==================== fcw_slew_ctrl
--- src/rtl/fcw_slew_pkg.sv ---
// Shared types and default widths for the FCW slew limiter.
package fcw_slew_pkg;

  localparam int unsigned FCW_W_DEF  = 32;
  localparam int unsigned STEP_W_DEF = 16;
  localparam int unsigned DIV_W_DEF  = 8;

  typedef enum logic {
    IDLE = 1'b0,
    RAMP = 1'b1
  } state_t;

  typedef struct packed {
    logic [FCW_W_DEF-1:0]  fcw;
    logic [STEP_W_DEF-1:0] step;
    logic [DIV_W_DEF-1:0]  div;
  } slew_req_t;

endpackage

--- src/rtl/fcw_tick_gen.sv ---
// Update-rate prescaler: counts while enabled and emits a one-cycle tick
// when the count equals div, then wraps to zero. clr has priority.
module fcw_tick_gen #(
  parameter int unsigned DIV_W = 8
) (
  input  logic             clk,
  input  logic             rst_n,
  input  logic             clr,
  input  logic             en,
  input  logic [DIV_W-1:0] div,
  output logic             tick
);

  logic [DIV_W-1:0] count;

  assign tick = en && (count == div);

  always_ff @(posedge clk or negedge rst_n) begin
    if (!rst_n) begin
      count <= '0;
    end else if (clr || tick) begin
      count <= '0;
    end else if (en) begin
      count <= count + {{(DIV_W-1){1'b0}}, 1'b1};
    end
  end

endmodule

--- src/rtl/fcw_slew_ctrl.sv ---
// Slews the phase-accumulator increment toward a requested FCW in bounded steps.
// Optional macro FCW_SLEW_ABORT_EN adds an abort input that freezes an active ramp.
module fcw_slew_ctrl
  import fcw_slew_pkg::*;
#(
  parameter int unsigned FCW_W  = FCW_W_DEF,
  parameter int unsigned STEP_W = STEP_W_DEF,
  parameter int unsigned DIV_W  = DIV_W_DEF
) (
  input  logic              clk,
  input  logic              rst_n,
  input  logic              tgt_valid,
  output logic              tgt_ready,
  input  logic [FCW_W-1:0]  tgt_fcw,
  input  logic [STEP_W-1:0] tgt_step,
  input  logic [DIV_W-1:0]  tgt_div,
`ifdef FCW_SLEW_ABORT_EN
  input  logic              abort,
`endif
  output logic [FCW_W-1:0]  phase_incr,
  output logic              busy,
  output logic              done
);

  state_t state_q, state_d;

  logic [FCW_W-1:0]  tgt_q;
  logic [STEP_W-1:0] step_q;
  logic [DIV_W-1:0]  div_q;

  logic             accept, hit, jump;
  logic             tick, upd, final_upd, abort_hit, up;
  logic [FCW_W-1:0] step_fcw;
  logic [FCW_W:0]   diff;

`ifdef FCW_SLEW_ABORT_EN
  assign abort_hit = (state_q == RAMP) && abort;
`else
  assign abort_hit = 1'b0;
`endif

  assign accept = tgt_valid && (state_q == IDLE);
  assign hit    = (tgt_fcw == phase_incr);
  assign jump   = (tgt_step == '0);

  fcw_tick_gen #(
    .DIV_W (DIV_W)
  ) u_tick (
    .clk   (clk),
    .rst_n (rst_n),
    .clr   (accept || abort_hit),
    .en    (state_q == RAMP),
    .div   (div_q),
    .tick  (tick)
  );

  // Distance is formed one bit wider so the comparison against the step can
  // never wrap; the landing case then guarantees no overshoot past the target.
  assign up        = (tgt_q > phase_incr);
  assign diff      = up ? ({1'b0, tgt_q} - {1'b0, phase_incr})
                        : ({1'b0, phase_incr} - {1'b0, tgt_q});
  assign step_fcw  = {{(FCW_W-STEP_W){1'b0}}, step_q};
  assign upd       = tick && !abort_hit;
  assign final_upd = upd && (diff <= {1'b0, step_fcw});

  always_ff @(posedge clk or negedge rst_n) begin
    if (!rst_n) begin
      state_q <= IDLE;
    end else begin
      state_q <= state_d;
    end
  end

  always_comb begin
    state_d = state_q;
    case (state_q)
      IDLE:    if (accept && !hit && !jump) state_d = RAMP;
      RAMP:    if (abort_hit || final_upd)  state_d = IDLE;
      default: state_d = IDLE;
    endcase
  end

  always_comb begin
    tgt_ready = (state_q == IDLE);
    busy      = (state_q == RAMP);
  end

  always_ff @(posedge clk or negedge rst_n) begin
    if (!rst_n) begin
      phase_incr <= '0;
      done       <= 1'b0;
      tgt_q      <= '0;
      step_q     <= '0;
      div_q      <= '0;
    end else begin
      done <= 1'b0;
      if (accept) begin
        tgt_q  <= tgt_fcw;
        step_q <= tgt_step;
        div_q  <= tgt_div;
        if (hit) begin
          done <= 1'b1;
        end else if (jump) begin
          phase_incr <= tgt_fcw;
          done       <= 1'b1;
        end
      end else if (upd) begin
        if (final_upd) begin
          phase_incr <= tgt_q;
          done       <= 1'b1;
        end else if (up) begin
          phase_incr <= phase_incr + step_fcw;
        end else begin
          phase_incr <= phase_incr - step_fcw;
        end
      end
    end
  end

endmodule

--- config.mk ---
export PLATFORM = sky130hd
export DESIGN_NAME = fcw_slew_ctrl
export DESIGN_NICKNAME = d
export VERILOG_FILES = /design/src/rtl/fcw_slew_pkg.sv /design/src/rtl/fcw_tick_gen.sv /design/src/rtl/fcw_slew_ctrl.sv
export SDC_FILE = /design/constraint.sdc
export NUM_CORES = 1
export LEC_CHECK = 0
export ABC_AREA = 1
export CAP_MARGIN = 20
export CORE_ASPECT_RATIO = 1.1
export CORE_MARGIN = 2
export CORE_UTILIZATION = 65
export CTS_CLUSTER_DIAMETER = 80
export DETAILED_ROUTE_END_ITERATION = 7
export DONT_BUFFER_PORTS = 1
export HOLD_SLACK_MARGIN = 0.03
export PLACE_DENSITY = 0.81
export RECOVER_POWER = 100
export SYNTH_ARGS = -nofsm -noshare
export SYNTH_HDL_FRONTEND = slang
export SYNTH_HIERARCHICAL = 1
export SYNTH_SLANG_ARGS = --single-unit
--- constraint.sdc ---
create_clock -name clk -period 13.9 [get_ports clk]
set_clock_uncertainty 0.1 [all_clocks]
set_input_delay 2.78 -clock clk [delete_from_list [all_inputs] [get_ports clk]]
set_output_delay 2.78 -clock clk [all_outputs]
set_load 0.005 [all_outputs]
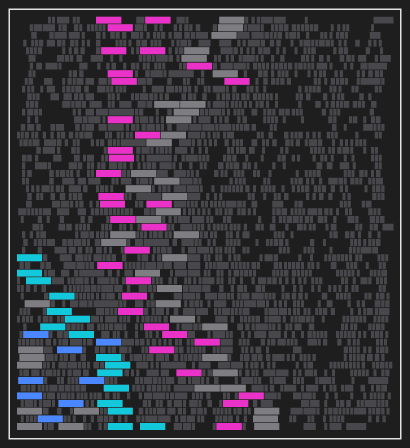
*Sequential cells coloured by netlist name, fcw_slew_ctrl*
Other sequential cells in the stronger grey, the rest of the logic in the fainter grey.
colour	netlist name	flops
cyan	step_q	16
blue	u_tick/count	8
magenta	phase_incr	32

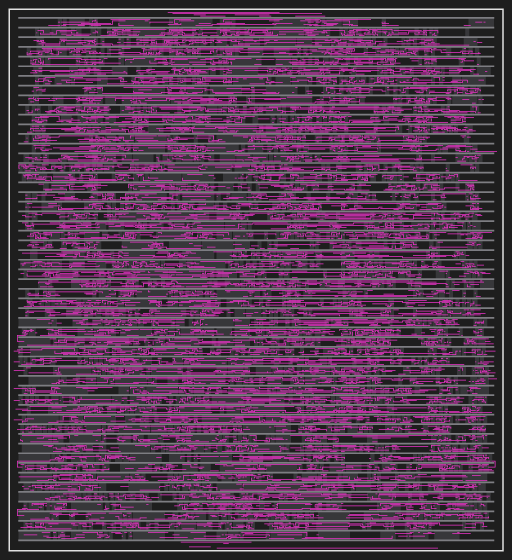
*M1 wires, fcw_slew_ctrl*
Supply wires on this layer in grey. Cells faint in the background.
share of all routed wire	40%
main direction	horizontal
wire length on this layer	17100 um

==> flow_summary.yaml <==
# synthesis and place-and-route metrics
status:
  status: "complete, but fails checks"
  failed_checks: "capacitance limit, slew limit"
placed_design:
  placed_area_sq_um: 13000
synth:
  yosys-top-cells-area: "nand2_1 (21%), dfrtp_1 (19%), ha_1 (11%)"
  ys_types: 52
  yosysTopAreaCell: "nand2_1"
cts:
  cts-root-buf: "clkbuf_16"
  numCtsBuffers: 9
layout:
  seq_cell_count: 98
  register_area_sq_um: 2450
  layoutNonFillerInstCount: 2414
  nets: 2333
setup_path:
  reg2reg_to: "phase_incr[18]"
  worst-endpoint-arrival_ns: 8.55
flow_run:
  maxCapViolations: 2
final_timing:
  slew_viol_final: 162
-- where the power goes --
part / internal, W / switching (W) / total, W
Combinational: 0.00000353 / 0.00000386 / 0.00000740
Clock: 0.000127 / 0.000127 / 0.000254
Sequential: 0.000285 / 0 / 0.000285
Total: 0.000415 / 0.000131 / 0.000546
-- layer usage --
metal	wire length, um	GRT usage, %	up-vias
met1	17100	51.8	6402
met2	19100	64.7	767
met3	4050	6.37	160
met5	0	0	-
li1	-	-	6780
met4	2140	18.9	0
-- through the flow --
| stage | hold slack, ns | total power, W |
|---|---|---|
| floorplan | 0.349 | 0.000296 |
| global placement | 0.366 | 0.000297 |
| detailed placement | 0.375 | 0.000298 |
| CTS | 0.394 | 0.000544 |
| global route | 0.430 | 0.000555 |
| finish | 0.387 | 0.000546 |
-- worst max path at each step --
stage	startpoint	endpoint	slack, ns	cells after the start
final	tgt_valid	phase_incr[18]	5.49	7
after global routing	tgt_valid	phase_incr[11]	4.97	7
after CTS	phase_incr[12]	phase_incr[27]	7.93	23
after detailed placement	phase_incr[12]	phase_incr[27]	7.99	23
after global placement	phase_incr[14]	phase_incr[27]	8.06	23
after floorplan	phase_incr[24]	phase_incr[8]	9.34	34

==================== priority_encoder8to3
==> config.mk <==
export PLATFORM = sky130hd
export DESIGN_NAME = priority_encoder8to3
export DESIGN_NICKNAME = d
export VERILOG_FILES = /design/src/rtl/priority_encoder8to3.sv
export SDC_FILE = /design/constraint.sdc
export NUM_CORES = 1
export LEC_CHECK = 0
export ABC_AREA = 1
export CAP_MARGIN = 15
export CORE_MARGIN = 5
export CORE_UTILIZATION = 32
export DETAILED_ROUTE_END_ITERATION = 6
export GPL_ROUTABILITY_DRIVEN = 0
export PLACE_DENSITY = 0.66
export SKIP_LAST_GASP = 1
export SLEW_MARGIN = 0
export SYNTH_ARGS = -nofsm -noshare
export SYNTH_HDL_FRONTEND = slang
export SYNTH_SLANG_ARGS = --single-unit
export TNS_END_PERCENT = 100
==> constraint.sdc <==
create_clock -name clk -period 4.1 [get_ports clk]
set_input_delay 0.82 -clock clk [delete_from_list [all_inputs] [get_ports clk]]
set_output_delay 0.82 -clock clk [all_outputs]
set_load 0.02 [all_outputs]
==> src/rtl/priority_encoder8to3.sv <==
// -----------------------------------------------------------------------------
// priority_encoder8to3
//
// Registered 8-to-3 priority encoder with sticky request capture and a
// valid/ack handshake. Request pulses are latched into a pending vector and
// held until the consumer accepts the code that selected them, so a
// single-cycle pulse is never lost.
//
// Ports:
//   clk    in   1  rising-edge clock
//   rst_n  in   1  synchronous active-low reset
//   req    in   8  request lines; a high bit marks that request pending
//   mask   in   8  a high bit blocks selection of that request (it stays pending)
//   ack    in   1  consumer accepts the presented code (only while valid=1)
//   code   out  3  index of the selected request
//   valid  out  1  code is being presented
//   pend   out  8  registered pending vector
//   any    out  1  registered OR of the pending vector
//
// Configuration:
//   PRIORITY_ENC_ROUND_ROBIN_EN  when defined, a 3-bit pointer remembers the
//                                last accepted index and the search order
//                                becomes last-1, last-2, ... mod 8, ending at
//                                last. When undefined, fixed priority with
//                                bit 7 highest and bit 0 lowest.
// -----------------------------------------------------------------------------
module priority_encoder8to3 (
  input  logic       clk,
  input  logic       rst_n,
  input  logic [7:0] req,
  input  logic [7:0] mask,
  input  logic       ack,
  output logic [2:0] code,
  output logic       valid,
  output logic [7:0] pend,
  output logic       any
);

  typedef enum logic {
    S_IDLE    = 1'b0,
    S_PRESENT = 1'b1
  } state_t;

  state_t     r_state;
  logic [2:0] r_code;
  logic [7:0] r_pend;
  logic       r_any;

  logic       w_accept;
  logic [7:0] w_clr;
  logic [7:0] w_pend_next;
  logic [7:0] w_elig;
  logic       w_hit;
  logic [2:0] w_sel;

`ifdef PRIORITY_ENC_ROUND_ROBIN_EN
  logic [2:0] r_last;
  logic [2:0] w_ptr;
`endif

  // An ack only counts while a code is actually presented; a stray ack in
  // IDLE must not clear anything.
  assign w_accept = (r_state == S_PRESENT) && ack;

  assign w_clr = w_accept ? (8'b0000_0001 << r_code) : 8'h00;

  // Clear first, then OR in new requests: a request arriving on the bit being
  // accepted in the same cycle keeps that bit pending (set wins).
  assign w_pend_next = (r_pend & ~w_clr) | req;

  // Eligibility looks at the post-clear/post-set vector and today's mask, so
  // a back-to-back load on accept already excludes the code just retired.
  assign w_elig = w_pend_next & ~mask;

`ifdef PRIORITY_ENC_ROUND_ROBIN_EN
  // On an accept the pointer is being updated to the accepted code this very
  // edge; use that value so the back-to-back search already starts after it.
  assign w_ptr = w_accept ? r_code : r_last;

  // Search order is ptr-1, ptr-2, ..., ptr (k = 1..8, wrapping mod 8).
  // Walking k downward and letting the last hit win leaves the smallest k,
  // i.e. the highest-priority candidate, in w_sel.
  always_comb begin
    // NOTE: every combinational output gets a default before any conditional
    // assignment, otherwise a path that skips the assignment infers a latch.
    w_hit = 1'b0;
    w_sel = 3'd0;
    for (int k = 8; k >= 1; k--) begin
      if (w_elig[3'(w_ptr - 3'(k))]) begin
        w_hit = 1'b1;
        w_sel = 3'(w_ptr - 3'(k));
      end
    end
  end
`else
  // Fixed priority, bit 7 highest: scan upward and let the last hit win.
  always_comb begin
    // NOTE: every combinational output gets a default before any conditional
    // assignment, otherwise a path that skips the assignment infers a latch.
    w_hit = 1'b0;
    w_sel = 3'd0;
    for (int i = 0; i < 8; i++) begin
      if (w_elig[i]) begin
        w_hit = 1'b1;
        w_sel = 3'(i);
      end
    end
  end
`endif

  // Single FSM block; all outputs come straight from registers.
  // NOTE: sequential state uses non-blocking assignments so every register
  // samples the pre-edge values regardless of statement order.
  always_ff @(posedge clk) begin
    if (!rst_n) begin
      r_state <= S_IDLE;
      r_code  <= 3'd0;
      r_pend  <= 8'h00;
      r_any   <= 1'b0;
`ifdef PRIORITY_ENC_ROUND_ROBIN_EN
      r_last  <= 3'd0;
`endif
    end else begin
      r_pend <= w_pend_next;
      r_any  <= |w_pend_next;
`ifdef PRIORITY_ENC_ROUND_ROBIN_EN
      if (w_accept) begin
        r_last <= r_code;
      end
`endif
      case (r_state)
        S_IDLE: begin
          if (w_hit) begin
            r_code  <= w_sel;
            r_state <= S_PRESENT;
          end
        end
        S_PRESENT: begin
          // Without ack the code is held even if the mask now covers it.
          if (ack) begin
            if (w_hit) begin
              r_code <= w_sel;
            end else begin
              r_state <= S_IDLE;
            end
          end
        end
        default: r_state <= S_IDLE;
      endcase
    end
  end

  assign code  = r_code;
  assign valid = (r_state == S_PRESENT);
  assign pend  = r_pend;
  assign any   = r_any;

endmodule

==> flow_summary.yaml <==
# synthesis and place-and-route metrics
status:
  status: "finished, final reports clean"
setup_path:
  startpoint_type: "input port"
  critPathRequiredTime_ns: 4.28
  worst-endpoint-arrival_ns: 2.35
  slowest_delay_ns: 0.49
  crit_slowest_cell: "clkdlybuf4s50_1"
  worstSetupEndpointType: "register"
  critical_path.top_delay_family: "simple AND/OR/NAND/NOR gates"
  crit_fanout: 4
  rr_startpoint: "valid"
synth:
  async_reset_ff_share_pct: 0
  syn_area_per_cell_sq_um: 6.41
  top_cell_area_share_pct: 35.3
  numSynthFlops: 13
  edf_count: 0
  yosysTopAreaCell: "dfxtp_1"
  synth_warnings: 0
  syn_area_sq_um: 737
  top_cells_by_count: "nand2_1 (33), inv_1 (23), dfxtp_1 (13)"
layout:
  clk_share_pct: 2.48
  drive_above_1_share_pct: 14.7
  seq_share_pct: 23.4
  fin_area_sq_um: 1110
  comb_cells: 76
  clkbuf_count: 3
  final_common_cell: "nand2_1"
  inverters: 26
  antenna_cells: 0
  final_cell_mix: "nand2_1 (33), clkdlybuf4s50_1 (31), inv_1 (23), dfxtp_1 (13), a21oi_1 (12)"
  comb_share_pct: 34.2
  fillerInstances: 240
detailed_routing:
  finalWirelength_mm: 1.89
  post_drt_wl_per_cell_um: 10.6
  avgViaCountPerCell: 4.28
  vias: 762
  ant_nets: 0
grt:
  grt-ovfl-total: 0
  grt_pass1_wl_mm: 3.24
  grt_antenna_before_repair: 0
  grt_pass1_vias: 792
final_timing:
  max_freq_mhz: 461
  hold_violations: 0
  finalClockPeriodUsage_pct: 53.0
  layout_min_cycle_time_ns: 2.17
  rsz0062_at_grt: "no"
  slew_viol_final: 0
  max_slew.worst_pin.slew_ns: 0.308
flow_run:
  maxCapViolations: 0
placed_design:
  dpl_worst_slack_ns: 1.61
  io_buffer_count: 31
  dp.final_hpwl_mm: 1.64
power_and_ir_drop:
  seq_power_share_pct: 44.0
  power_frac_comb_pct: 31.5
  p_sw_w: 0.000106
  sw_frac_of_total_pct: 32.4
die:
  std_cell_rows: 17
  fp.dieH_um: 58.0
  tap_cells: 28
  dieArea_sq_um: 3360
cts:
  clock_latency_ns: 0.28
  cts_buffer_depth: 2
  postCtsHoldBufs: 0
  cts-root-buf: "clkbuf_4"
  post_cts_resized: 0
  cts_tree: "done"
worst_hold_path:
  hp-class: "register to register"
  min-delay-start: "pend[5]"
==> power groups by stage <==
stage          sequential, W  clock [W]  combinational (W)
2_1_floorplan       0.000159          0          0.0000456
3_3_place_gp        0.000147          0           0.000104
3_5_place_dp        0.000147          0           0.000104
4_1_cts             0.000145  0.0000835           0.000105
5_1_grt             0.000146  0.0000909           0.000114
6_report            0.000145  0.0000806           0.000104
==> cells by family (layout without fill, tap and decap cells) <==
kind of cell | after synthesis | count (layout) | share of synthesized area, %
DFF | 13 | 13 | 35.3
and+or+nand+nor | 59 | 59 | 38.9
buffers and inverters | 26 | 61 | 13.2
AOI/OAI and AO/OA | 17 | 17 | 12.6
==> metal layers <==
metal / track usage, % / vias up
li1: - / 416
met1: 14.3 / 312
met2: 20.6 / 30
met3: 4.45 / 4
met4: 5.96 / 0
met5: 0 / -
==> registers in the layout (all words and copies together) (netlist names) <==
name,flops
code,3
pend,8
any,1
valid,1
==> path summary, 6_finish.rpt <==
kind / endpoint / cells past startpoint
worst min-delay path: pend[5] / 2
worst max-delay path: code[0] / 14
worst min register to register: pend[5] / 2
worst max register to register: code[0] / 13
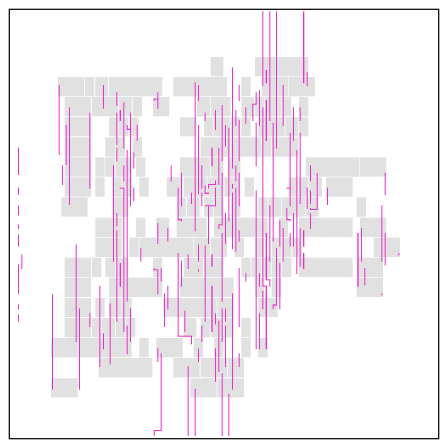
*The metal 2 layer, priority_encoder8to3*
Cells faint in the background.
wire length on this layer	861 um
longest straight run	24.1 um
nets with wire on the layer	129

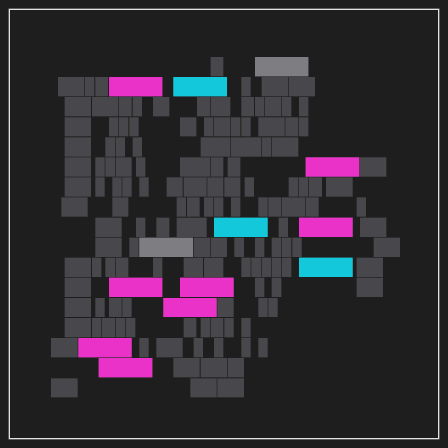
*Sequential cells coloured by netlist name, priority_encoder8to3*
Other sequential cells in the stronger grey, the rest of the logic in the fainter grey.
colour	netlist name	flops
magenta	pend	8
cyan	code	3
not coloured	2

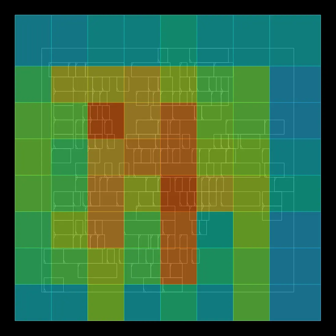
*Routing congestion map, priority_encoder8to3*
GRT Util Overall: 12.5%
met2 usage: 20.6%
fin util: 50.2%


==================== vote_session_ctrl
### M1 wires, vote_session_ctrl

Supply wires on this layer in grey. Cells faint in the background.
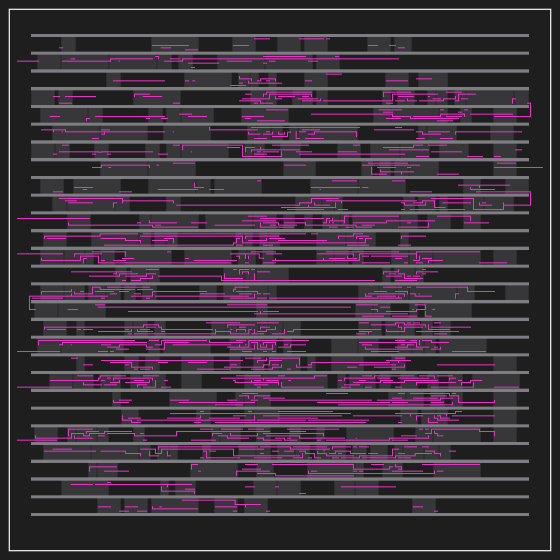
### Sequential cells coloured by netlist name, vote_session_ctrl

Other sequential cells in the stronger grey, the rest of the logic in the fainter grey.
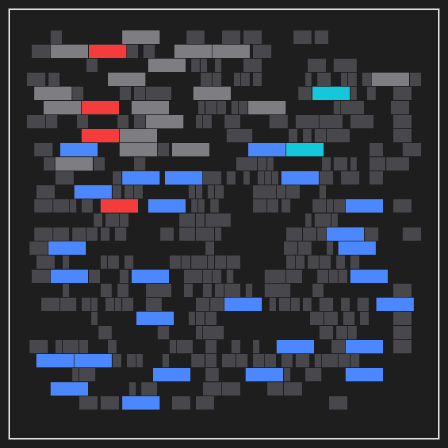
### src/rtl/vote_pkg.sv
// rtl/vote_pkg.sv - shared state encoding, panel constants and verdict equation
package vote_pkg;

  typedef enum logic [1:0] {
    S_IDLE    = 2'd0,
    S_COLLECT = 2'd1,
    S_TALLY   = 2'd2,
    S_SHOW    = 2'd3
  } state_t;

  localparam int N_VOTERS  = 4;
  localparam int CHAIR_IDX = 0;

  // Chair plus any one other member, or all three ordinary members, carries the motion.
  function automatic logic vote_pass(input logic [N_VOTERS-1:0] v);
    return (v[CHAIR_IDX] & v[1]) | (v[CHAIR_IDX] & v[2]) | (v[CHAIR_IDX] & v[3]) |
           (v[1] & v[2] & v[3]);
  endfunction

endpackage

### src/rtl/vote_edge_sync.sv
// rtl/vote_edge_sync.sv - two-flop synchroniser with registered rising-edge pulse
module vote_edge_sync #(
  parameter int WIDTH = 4
) (
  input  logic             clk,
  input  logic             rst,
  input  logic [WIDTH-1:0] level,
  output logic [WIDTH-1:0] rise
);

  logic [WIDTH-1:0] stage1;
  logic [WIDTH-1:0] stage2;
  logic [WIDTH-1:0] prev;

  // Resynchronise the raw buttons, keep last level, emit a one-cycle pulse per press.
  always_ff @(posedge clk) begin
    if (rst) begin
      stage1 <= '0;
      stage2 <= '0;
      prev   <= '0;
      rise   <= '0;
    end else begin
      stage1 <= level;
      stage2 <= stage1;
      prev   <= stage2;
      rise   <= stage2 & ~prev;
    end
  end

endmodule

### src/rtl/vote_session_ctrl.sv
// rtl/vote_session_ctrl.sv - voting session sequencer: window, vote latch, chair-weighted verdict
module vote_session_ctrl
  import vote_pkg::*;
#(
  parameter  int WINDOW_CYCLES = 50_000_000,
  localparam int CNT_W         = $clog2(WINDOW_CYCLES)
) (
  input  logic             clk,
  input  logic             rst,
  input  logic             start,
  input  logic             abort,
  input  logic [3:0]       vote,
  output logic             busy,
  output logic             done,
  output logic [3:0]       voted,
  output logic [CNT_W-1:0] remain,
  output logic             led
);

  localparam logic [CNT_W-1:0] LAST = CNT_W'(WINDOW_CYCLES - 1);

  state_t           state;
  state_t           state_n;
  logic [3:0]       voted_n;
  logic [CNT_W-1:0] remain_n;
  logic             led_r;
  logic             led_n;
  logic [3:0]       vote_rise;
  logic [3:0]       voted_all;

  vote_edge_sync #(.WIDTH(4)) u_edge (
    .clk   (clk),
    .rst   (rst),
    .level (vote),
    .rise  (vote_rise)
  );

  assign voted_all = voted | vote_rise;

  // Session registers: state, window counter, latched votes and held verdict.
  always_ff @(posedge clk) begin
    if (rst) begin
      state  <= S_IDLE;
      voted  <= '0;
      remain <= '0;
      led_r  <= 1'b0;
    end else begin
      state  <= state_n;
      voted  <= voted_n;
      remain <= remain_n;
      led_r  <= led_n;
    end
  end

  // Next-state logic; abort overrides every other transition outside IDLE.
  always_comb begin
    state_n  = state;
    voted_n  = voted;
    remain_n = remain;
    led_n    = led_r;
    case (state)
      S_IDLE: begin
        if (start && !abort) begin
          state_n  = S_COLLECT;
          voted_n  = '0;
          remain_n = LAST;
          led_n    = 1'b0;
        end
      end
      S_COLLECT: begin
        voted_n = voted_all;
        // The rise seen on the last window cycle is latched before closing.
        if (remain == '0 || voted_all == 4'b1111) begin
          state_n  = S_TALLY;
          remain_n = '0;
        end else begin
          remain_n = remain - CNT_W'(1);
        end
      end
      S_TALLY: begin
        state_n = S_SHOW;
        led_n   = vote_pass(voted);
      end
      S_SHOW: begin
        if (start) begin
          state_n  = S_COLLECT;
          voted_n  = '0;
          remain_n = LAST;
          led_n    = 1'b0;
        end
      end
      default: state_n = S_IDLE;
    endcase
    if (abort && state != S_IDLE) begin
      state_n  = S_IDLE;
      voted_n  = '0;
      remain_n = '0;
      led_n    = 1'b0;
    end
  end

  assign busy = (state == S_COLLECT) || (state == S_TALLY);
  assign done = (state == S_SHOW);
  assign led  = done & led_r;

endmodule

### config.mk
export PLATFORM = sky130hd
export DESIGN_NAME = vote_session_ctrl
export DESIGN_NICKNAME = d
export VERILOG_FILES = /design/src/rtl/vote_pkg.sv /design/src/rtl/vote_edge_sync.sv /design/src/rtl/vote_session_ctrl.sv
export SDC_FILE = /design/constraint.sdc
export NUM_CORES = 1
export LEC_CHECK = 0
export ABC_CLOCK_PERIOD_IN_PS = 3300
export CELL_PAD_IN_SITES_DETAIL_PLACEMENT = 0
export CELL_PAD_IN_SITES_GLOBAL_PLACEMENT = 1
export CORE_MARGIN = 3
export CORE_UTILIZATION = 39
export CTS_CLUSTER_DIAMETER = 120
export CTS_CLUSTER_SIZE = 16
export DETAILED_ROUTE_END_ITERATION = 10
export GPL_ROUTABILITY_DRIVEN = 0
export PLACE_DENSITY_LB_ADDON = 0.1
export SYNTH_ARGS = -nofsm -noshare
export SYNTH_HDL_FRONTEND = slang
export SYNTH_SLANG_ARGS = --single-unit
### constraint.sdc
create_clock -name clk -period 3.3 [get_ports clk]
set_input_delay 0.33 -clock clk [delete_from_list [all_inputs] [get_ports clk]]
set_output_delay 0.33 -clock clk [all_outputs]
set_load 0.01 [all_outputs]
==> flow_summary.yaml <==
# synthesis and place-and-route metrics
synth:
  mux_area_share_pct: 0
  yosys-top-cells-area: "dfxtp_1 (43%), a21oi_1 (4.8%), nor2b_1 (4.6%)"
  numSynthFlops: 49
  top_cell_area_share_pct: 42.7
  async_reset_ff_share_pct: 0
  synth-compound-area-share_pct: 19.7
  syn_nets: 286
  synth_warnings: 0
  syn_area_per_cell_sq_um: 8.49
  synth-xor-area-share_pct: 3.05
  ys_types: 41
grt:
  grtUsageMet2_pct: 27.6
  grt_pass1_wl_mm: 9.67
  met3_usage_pct: 5.29
  gr-usage-all-layers_pct: 18.8
  busiest_layer: "met2"
  use_met1_pct: 26.3
final_timing:
  setup_viol: 0
  max_slew.worst_pin.slew_ns: 1.00
  slew_viol_final: 0
  holdWs_ns: 0.381
  finalClockPeriodUsage_pct: 78.7
setup_path:
  critPathKind: "register to register"
  worst-endpoint-arrival_ns: 2.83
  r2r_slack_ns: 0.70
  reg2reg_to: "remain[5]"
  worstSetupEndpointType: "register"
  r2r_cells: 6
layout:
  syn2layout_area_growth_pct: 25.7
  fin_area_sq_um: 2890
  fillerInstances: 558
  final_cell_mix: "dfxtp_1 (49), clkdlybuf4s50_1 (40), nor2_1 (27), a21oi_1 (22), o21ai_0 (18)"
  drive_above_1_share_pct: 6.69
  nets: 328
detailed_routing:
  avgViaCountPerCell: 5.57
  post_drt_wl_per_cell_um: 15.4
  drtPass1Iterations: 4
cts:
  cts-root-buf: "clkbuf_8"
  clkSinkCount: 49
  htreeDepth: 2
  cts.reportedPaths.clkPinSlew_ns: 0.10
  postCtsSetupBuffers: 0
  cts_tree: "done"
status:
  status: "finished, final reports clean"
power_and_ir_drop:
  power_sequential_w: 0.000888
  p_sw_w: 0.00109
  p_per_area_nw_per_um2: 875
  sw_frac_of_total_pct: 43.3
  seq_power_share_pct: 35.1
  power.internal_w: 0.00143
  power_frac_comb_pct: 49.5
  powerComb_w: 0.00125
  p_leak_nw: 1.03
die:
  io_pins: 41
  core_sq_um: 5610
flow_run:
  tool_warnings: 31
worst_hold_path:
  min-delay-start: "u_edge.prev[1]"
placed_design:
  dp.final_hpwl_mm: 4.13
Notes on 'M1 wires' of vote_session_ctrl above:
main direction	horizontal
nets with wire on the layer	296

Notes on 'Sequential cells coloured by netlist name' of vote_session_ctrl above:
colour	netlist name	flops
red	u_edge.stage2	4
cyan	state	2
blue	remain	26
not coloured	17

[flip-flops by register name, indices dropped and copies added (netlist names)]
register	cells
remain	26
u_edge.prev	4
u_edge.rise	4
u_edge.stage1	4
u_edge.stage2	4
voted	4
state	2
led_r	1
[routing by layer]
metal,share of wire (%),wire length [um]
met4,1.2,71
met2,43,2540
met5,0,0
met3,7.2,427
met1,49,2920
[layout make-up]
| cell class | instances | area (sq um) | area share (%) |
|---|---|---|---|
| Multi-Input combinational cell | 202 | 1230 | 42.7 |
| Tap cell | 72 | 90.1 | 3.12 |
| Inverter | 7 | 26.3 | 0.909 |
| Timing Repair Buffer | 48 | 460 | 15.9 |
| Clock inverter | 3 | 28.8 | 0.996 |
| Clock buffer | 5 | 68.8 | 2.38 |
| Sequential cell | 49 | 981 | 33.9 |
[per-stage QoR]
step / setup WS [ns] / util, %
after global routing: 0.508 / 51.5
after global placement: 0.733 / 49.8
after CTS: 0.716 / 51.5
after floorplan: 0.710 / -
final: 0.704 / 51.5
after detailed placement: 0.748 / 49.8
[worst max-delay path, stage by stage, from the launching register on]
cell and delay (ns):
dfxtp_1 0.41, inv_1 0.10, ha_1 0.27, o21ba_2 0.24, a211o_1 0.65, or4_1 0.63, a41oi_1 0.21


==> notes/layouts.md <==
Pictures saved along the way, in no particular order.

Wires at chosen ports, followed through buffers.
shot_01.png
Bar = 50 um.
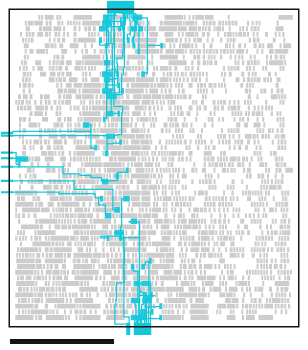
shot_02.png
Bar = 20 um.
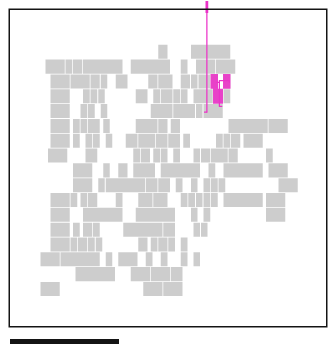
shot_03.png
Bar = 20 um.
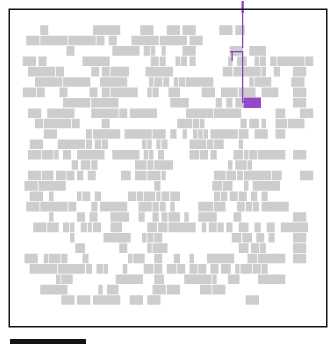
shot_03.png comes from vote_session_ctrl.
shot_01.png comes from fcw_slew_ctrl.
shot_02.png comes from priority_encoder8to3.

Key to shot_03.png:
colour	port	bits	direction	edge	end cells	wire
purple	busy	1	output	top	1	29.0 um

No activity file was given, so power comes from the tool's default toggle rates.
